==================== io_timer
io_timer, track usage over the die:
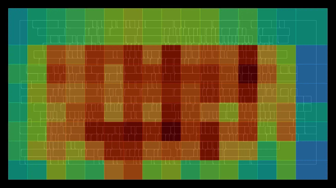

## src/rtl/io_timer_pkg.sv

```systemverilog
// Shared definitions for the io_timer block: register offsets, CTRL layout,
// reset values and the STATUS byte formatter.
package io_timer_pkg;

    localparam logic [2:0] OFF_CNT_LO = 3'd0;
    localparam logic [2:0] OFF_CNT_HI = 3'd1;
    localparam logic [2:0] OFF_CTRL   = 3'd2;
    localparam logic [2:0] OFF_STATUS = 3'd3;

    localparam int unsigned STATUS_UF_BIT = 0;

    // CTRL register, bit3..bit0
    typedef struct packed {
        logic nsel;
        logic cont;
        logic ie;
        logic run;
    } ctrl_t;

    localparam ctrl_t       CTRL_RESET = '0;
    localparam logic [15:0] CNT_RESET  = 16'hFFFF;

    // STATUS read value: bit7 RUN, bit0 UF, all others zero
    function automatic logic [7:0] status_byte(input logic run, input logic uf);
        return {run, 6'b000000, uf};
    endfunction

endpackage

```

## src/rtl/io_prescaler.sv

```systemverilog
// Modulo-PRESCALE counter with enable and synchronous clear; tick marks the
// enabled cycle in which the count sits at its terminal value.
module io_prescaler #(
    parameter int unsigned PRESCALE = 16
) (
    input  logic clk,
    input  logic reset,
    input  logic en,
    input  logic clr,
    output logic tick
);

    localparam int unsigned     W    = (PRESCALE > 1) ? $clog2(PRESCALE) : 1;
    localparam logic [W-1:0]    LAST = W'(PRESCALE - 1);

    logic [W-1:0] count;

    assign tick = en && (count == LAST);

    // Advance while enabled, wrap after the terminal value, clear on request
    always_ff @(posedge clk or negedge reset) begin
        if (!reset) begin
            count <= '0;
        end else if (clr) begin
            count <= '0;
        end else if (en) begin
            count <= tick ? '0 : count + 1'b1;
        end
    end

endmodule

```

## src/rtl/io_timer.sv

```systemverilog
// Memory-mapped 16-bit countdown timer with irq/nmi routing for the cpu6502
// bus. Holds the register file, counter, underflow flag and read mux.
module io_timer
    import io_timer_pkg::*;
#(
    parameter int unsigned PRESCALE = 16
) (
    input  logic       clk,
    input  logic       reset,
    input  logic       cs,
    input  logic       write,
    input  logic [2:0] addr,
    input  logic [7:0] data_i,
    output logic [7:0] data_o,
    output logic       irq,
    output logic       nmi
);

    logic [15:0] cnt;
    logic [7:0]  latch_lo;
    logic [7:0]  latch_hi;
    logic [7:0]  hi_snap;
    ctrl_t       ctrl;
    ctrl_t       ctrl_wdata;
    logic        uf;

    logic wr_en, rd_en;
    logic wr_lo, wr_hi, wr_ctrl, wr_status;
    logic tick, tick_eff, underflow;

    assign wr_en     = cs && write;
    assign rd_en     = cs && !write;
    assign wr_lo     = wr_en && (addr == OFF_CNT_LO);
    assign wr_hi     = wr_en && (addr == OFF_CNT_HI);
    assign wr_ctrl   = wr_en && (addr == OFF_CTRL);
    assign wr_status = wr_en && (addr == OFF_STATUS);
    assign ctrl_wdata = ctrl_t'(data_i[3:0]);

    io_prescaler #(.PRESCALE(PRESCALE)) u_prescaler (
        .clk   (clk),
        .reset (reset),
        .en    (ctrl.run),
        .clr   (wr_hi),
        .tick  (tick)
    );

    // A tick is dropped when a reload or a RUN-clearing CTRL write lands on it
    assign tick_eff  = tick && !wr_hi && !(wr_ctrl && !ctrl_wdata.run);
    assign underflow = tick_eff && (cnt == 16'h0000);

    // Register file, countdown, reload and underflow flag
    always_ff @(posedge clk or negedge reset) begin
        if (!reset) begin
            cnt                  <= CNT_RESET;
            {latch_hi, latch_lo} <= CNT_RESET;
            ctrl                 <= CTRL_RESET;
            uf                   <= 1'b0;
            hi_snap              <= 8'h00;
        end else begin
            if (wr_lo) begin
                latch_lo <= data_i;
            end

            if (wr_hi) begin
                latch_hi <= data_i;
                cnt      <= {data_i, latch_lo};
            end else if (tick_eff) begin
                if (cnt != 16'h0000) begin
                    cnt <= cnt - 16'd1;
                end else if (ctrl.cont) begin
                    cnt <= {latch_hi, latch_lo};
                end
            end

            if (wr_ctrl) begin
                ctrl <= ctrl_wdata;
            end else if (underflow && !ctrl.cont) begin
                ctrl.run <= 1'b0;
            end

            // underflow and wr_hi are exclusive, so set-over-clear holds
            if (underflow) begin
                uf <= 1'b1;
            end else if (wr_hi || (wr_status && data_i[STATUS_UF_BIT])) begin
                uf <= 1'b0;
            end

            if (rd_en && (addr == OFF_CNT_LO)) begin
                hi_snap <= cnt[15:8];
            end
        end
    end

    assign irq = uf && ctrl.ie && !ctrl.nsel;
    assign nmi = uf && ctrl.ie && ctrl.nsel;

    // Read mux, driven only during a selected read cycle
    always_comb begin
        data_o = 8'h00;
        if (rd_en) begin
            case (addr)
                OFF_CNT_LO: data_o = cnt[7:0];
                OFF_CNT_HI: data_o = hi_snap;
                OFF_CTRL:   data_o = {4'b0000, ctrl};
                OFF_STATUS: data_o = status_byte(ctrl.run, uf);
                default:    data_o = 8'h00;
            endcase
        end
    end

endmodule

```

## config.mk

```make
export PLATFORM = sky130hd
export DESIGN_NAME = io_timer
export DESIGN_NICKNAME = d
export VERILOG_FILES = /design/src/rtl/io_timer_pkg.sv /design/src/rtl/io_prescaler.sv /design/src/rtl/io_timer.sv
export SDC_FILE = /design/constraint.sdc
export NUM_CORES = 1
export LEC_CHECK = 0
export ABC_AREA = 1
export CORE_ASPECT_RATIO = 0.5
export CORE_MARGIN = 4
export CORE_UTILIZATION = 52
export DETAILED_ROUTE_END_ITERATION = 12
export PLACE_DENSITY = 0.81
export SYNTH_ARGS = -nofsm -noshare
export SYNTH_HDL_FRONTEND = slang
export SYNTH_SLANG_ARGS = --single-unit
```

## constraint.sdc

```tcl
create_clock -name clk -period 1.5 [get_ports clk]
set_input_delay 0.375 -clock clk [delete_from_list [all_inputs] [get_ports clk]]
set_output_delay 0.375 -clock clk [all_outputs]
set_load 0.02 [all_outputs]
```

==================== ready_lfsr
$ cat src/rtl/video_pattern_checker_pkg.sv
// Shared definitions for the video colour-block pattern source and checker.
// Contents:
//   DEF_* defaults for block length, colours and loss threshold
//   LFSR_SEED and lfsr_next() for the 8-bit throttle LFSR (x^8+x^6+x^5+x^4+1)
//   chk_state_t checker state encoding
//   sat_inc16() saturating 16-bit increment
package video_pattern_checker_pkg;

  localparam int unsigned DEF_BLOCK_LEN   = 128;
  localparam logic [23:0] DEF_COLOR_A     = 24'h1ABC9C;
  localparam logic [23:0] DEF_COLOR_B     = 24'hE67E22;
  localparam int unsigned DEF_LOSS_THRESH = 4;

  localparam logic [7:0]  LFSR_SEED       = 8'h01;

  typedef enum logic [1:0] {
    ST_IDLE    = 2'd0,
    ST_ACQUIRE = 2'd1,
    ST_LOCKED  = 2'd2
  } chk_state_t;

  // Fibonacci form: shift left, new bit enters at bit 0 from taps 8,6,5,4.
  function automatic logic [7:0] lfsr_next(input logic [7:0] q);
    return {q[6:0], q[7] ^ q[5] ^ q[4] ^ q[3]};
  endfunction

  function automatic logic [15:0] sat_inc16(input logic [15:0] v);
    return (v == 16'hFFFF) ? v : v + 16'd1;
  endfunction

endpackage

$ cat src/rtl/video_pattern_checker_ready_lfsr.sv
// Free-running 8-bit maximal LFSR used to generate pseudo-random backpressure.
// Ports:
//   clk : clock, rising edge
//   rst : asynchronous active-high reset, loads LFSR_SEED
//   rnd : bit 0 of the current LFSR state
module ready_lfsr
  import video_pattern_checker_pkg::*;
(
  input  logic clk,
  input  logic rst,
  output logic rnd
);

  logic [7:0] q;

  always_ff @(posedge clk or posedge rst) begin
    if (rst) begin
      q <= LFSR_SEED;
    end else begin
      q <= lfsr_next(q);
    end
  end

  assign rnd = q[0];

endmodule

$ cat config.mk
export PLATFORM = sky130hd
export DESIGN_NAME = ready_lfsr
export DESIGN_NICKNAME = d
export VERILOG_FILES = /design/src/rtl/video_pattern_checker_pkg.sv /design/src/rtl/video_pattern_checker_ready_lfsr.sv
export SDC_FILE = /design/constraint.sdc
export NUM_CORES = 1
export LEC_CHECK = 0
export CAP_MARGIN = 20
export CORE_AREA = 2 2 39 41
export CTS_CLUSTER_SIZE = 24
export DETAILED_ROUTE_END_ITERATION = 7
export DIE_AREA = 0 0 41 43
export PLACE_DENSITY = 0.37
export SETUP_SLACK_MARGIN = 0.2
export SLEW_MARGIN = 20
export SYNTH_ARGS = -nofsm -noshare
export SYNTH_HDL_FRONTEND = slang
export SYNTH_SLANG_ARGS = --single-unit
export TNS_END_PERCENT = 10
$ cat constraint.sdc
create_clock -name clk -period 0.9 [get_ports clk]
set_input_delay 0.09 -clock clk [delete_from_list [all_inputs] [get_ports clk]]
set_output_delay 0.09 -clock clk [all_outputs]
set_load 0.005 [all_outputs]
ready_lfsr, cell density map:
8 x 9 tiles, from dark purple (low) to yellow (high), 0 to 100% covered.
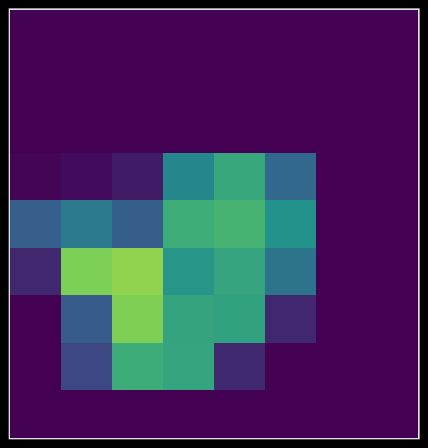
tiles over 75% full	4.2%
nearly empty tiles	64%
fullest tile	83%
mean over tiles	16%
densest ninth of the die	centre
fraction of the core area covered by cells at the end of the flow: 21.70%
core region area: 1384 µm²

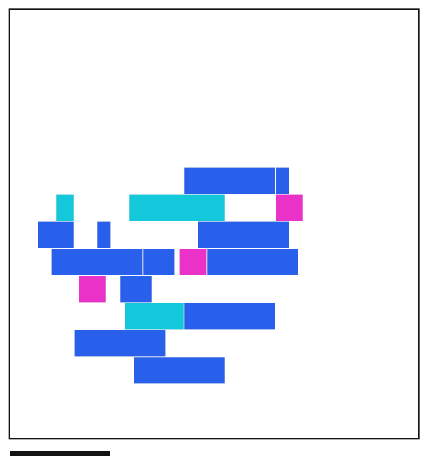
ready_lfsr: drive-strength map
The bar under the picture is 10 µm long.
size	colour	cells
_3 and _4 cells	magenta	3
_2 cells	cyan	3
_0 and _1 cells	blue	12
Post-Layout Inst Area: 300.3 µm²
non-clock buffer instance count of the final layout: 2
post-route setup slack: -0.06899 ns
relative area change from synthesis to final layout: 29.73%

==> flow_summary.html, ready_lfsr <==
<!-- implementation run metrics -->
<table>
<tr><th>Metric</th><th>Value</th></tr>
<tr><th colspan="2">Status</th></tr>
<tr><td>Result of the run</td><td>finished, violations left</td></tr>
<tr><td>Violations in the final reports</td><td>setup timing</td></tr>
<tr><th colspan="2">Power</th></tr>
<tr><td>Clock group</td><td>0.289 mW</td></tr>
<tr><td>Static leakage</td><td>0.1510 nW</td></tr>
<tr><th colspan="2">Setup path</th></tr>
<tr><td>Delay of the slowest critical-path stage</td><td>0.53 ns</td></tr>
<tr><td>Slowest stage cell, crit path</td><td>dfstp_2</td></tr>
<tr><td>Critical Setup Path Class</td><td>flip-flop to primary output</td></tr>
<tr><td>Register-to-register path setup slack</td><td>0.11 ns</td></tr>
<tr><th colspan="2">GRT</th></tr>
<tr><td>Global-route usage over all layers</td><td>5.301%</td></tr>
<tr><td>First-pass GRT wire length</td><td>510 µm</td></tr>
<tr><th colspan="2">Final layout</th></tr>
<tr><td>Combinational fraction of the cell area</td><td>11.25%</td></tr>
<tr><td>Dominant logic cell types in the final layout</td><td>dfrtp_1, clkbuf_4</td></tr>
<tr><th colspan="2">Synthesis</th></tr>
<tr><td>AND-OR/OR-AND Cells, Area Fraction</td><td>0%</td></tr>
<tr><td>Netlist area before placement</td><td>231.5 µm²</td></tr>
<tr><td>Most used standard cells in the synthesized netlist</td><td>dfrtp_1, xnor2_1, dfstp_2, inv_1, xor2_1</td></tr>
<tr><td>Number of cell instances after yosys synthesis</td><td>12</td></tr>
<tr><td>Area share of the largest cell type after synthesis</td><td>75.68%</td></tr>
<tr><td>Dominant combinational family</td><td>XOR/XNOR gates</td></tr>
<tr><td>Basic-gate share of the synthesized area counting and, or, nand and nor cells</td><td>0%</td></tr>
<tr><th colspan="2">Clocking</th></tr>
<tr><td>Number of hold-repair buffers added at the cts stage</td><td>0</td></tr>
<tr><th colspan="2">Timing</th></tr>
<tr><td>Total setup violations reported at the end of the flow</td><td>1</td></tr>
<tr><td>Final Slew Violations</td><td>0</td></tr>
<tr><td>Maximum frequency from static timing analysis</td><td>1032 MHz</td></tr>
<tr><td>Tightest Pin Transition</td><td>0.2839 ns</td></tr>
<tr><td>Post-route setup slack</td><td>-0.06899 ns</td></tr>
</table>
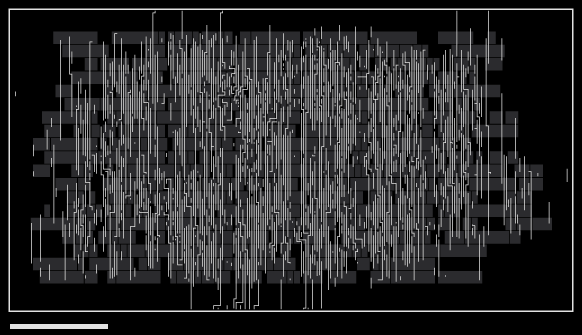
io_timer: signal wires on met2
The bar under the picture is 20 µm long.
longest straight run	34.9 µm
nets with wire on the layer	466
main direction	vertical
wire length on this layer	5020 µm
total routed wirelength: 11350 µm
M2 GR Usage: 51.32%
count of vias placed by the detailed router: 3439

About 'track usage over the die' of io_timer:
global-route met3 utilization: 7.949%
global-route usage over all layers: 30.63%
GRT Max-Usage Layer: met2
GRT met1 Usage: 38.84%
fraction of the core area covered by cells at the end of the flow: 78.61%

==> flow_summary.html, io_timer <==
<!-- implementation run metrics -->
<table>
<tr><th>Metric</th><th>Value</th></tr>
<tr><th colspan="2">Status</th></tr>
<tr><td>Violations in the final reports</td><td>setup timing</td></tr>
<tr><td>Result of the run</td><td>finished, violations left</td></tr>
<tr><th colspan="2">Worst hold path</th></tr>
<tr><td>Cells on Worst Hold Path</td><td>2</td></tr>
<tr><td>HP Class</td><td>flip-flop to flip-flop</td></tr>
<tr><th colspan="2">Setup path</th></tr>
<tr><td>Slowest stage cell, crit path</td><td>dfstp_2</td></tr>
<tr><td>Worst path top cell family by delay</td><td>flip-flops</td></tr>
<tr><td>Critical Path Sink</td><td>cnt[1]</td></tr>
<tr><td>Delay of the slowest critical-path stage</td><td>0.58 ns</td></tr>
<tr><th colspan="2">Clocking</th></tr>
<tr><td>Count of H-tree levels built during CTS</td><td>2</td></tr>
<tr><td>Number of gates given a new drive strength after cts</td><td>134</td></tr>
<tr><th colspan="2">Final layout</th></tr>
<tr><td>Fin nets</td><td>522</td></tr>
<tr><td>Ant diodes</td><td>0</td></tr>
<tr><td>Fraction of final layout cells sized beyond drive strength 1</td><td>45.15%</td></tr>
<tr><td>Fill cell instance count of the final layout</td><td>313</td></tr>
<tr><th colspan="2">Timing</th></tr>
<tr><td>Post-route setup slack</td><td>-0.3754 ns</td></tr>
<tr><td>Post-route minimum period</td><td>1.875 ns</td></tr>
<tr><td>Total setup violations reported at the end of the flow</td><td>28</td></tr>
<tr><th colspan="2">Power</th></tr>
<tr><td>Static leakage</td><td>2.085 nW</td></tr>
<tr><th colspan="2">Synthesis</th></tr>
<tr><td>Cell type with the highest aggregate area in the netlist</td><td>dfstp_2</td></tr>
<tr><th colspan="2">Placed design</th></tr>
<tr><td>Port Buffer Count</td><td>24</td></tr>
</table>


==> layout pictures side by side <==
The metal 1 layer.
picture 1
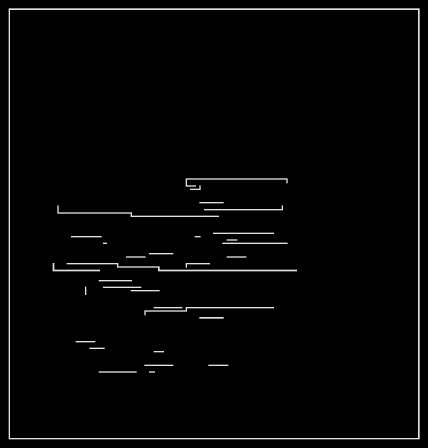
picture 2
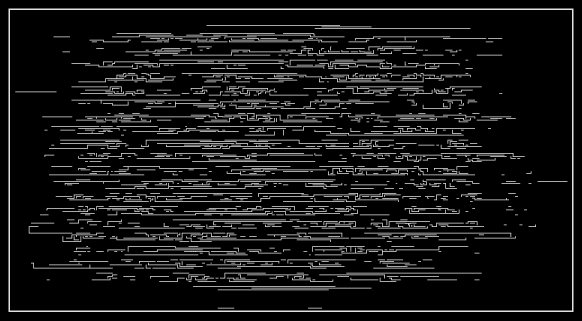
For ready_lfsr, see picture 1.
For io_timer, see picture 2.

No activity file was given, so power comes from the tool's default toggle rates.
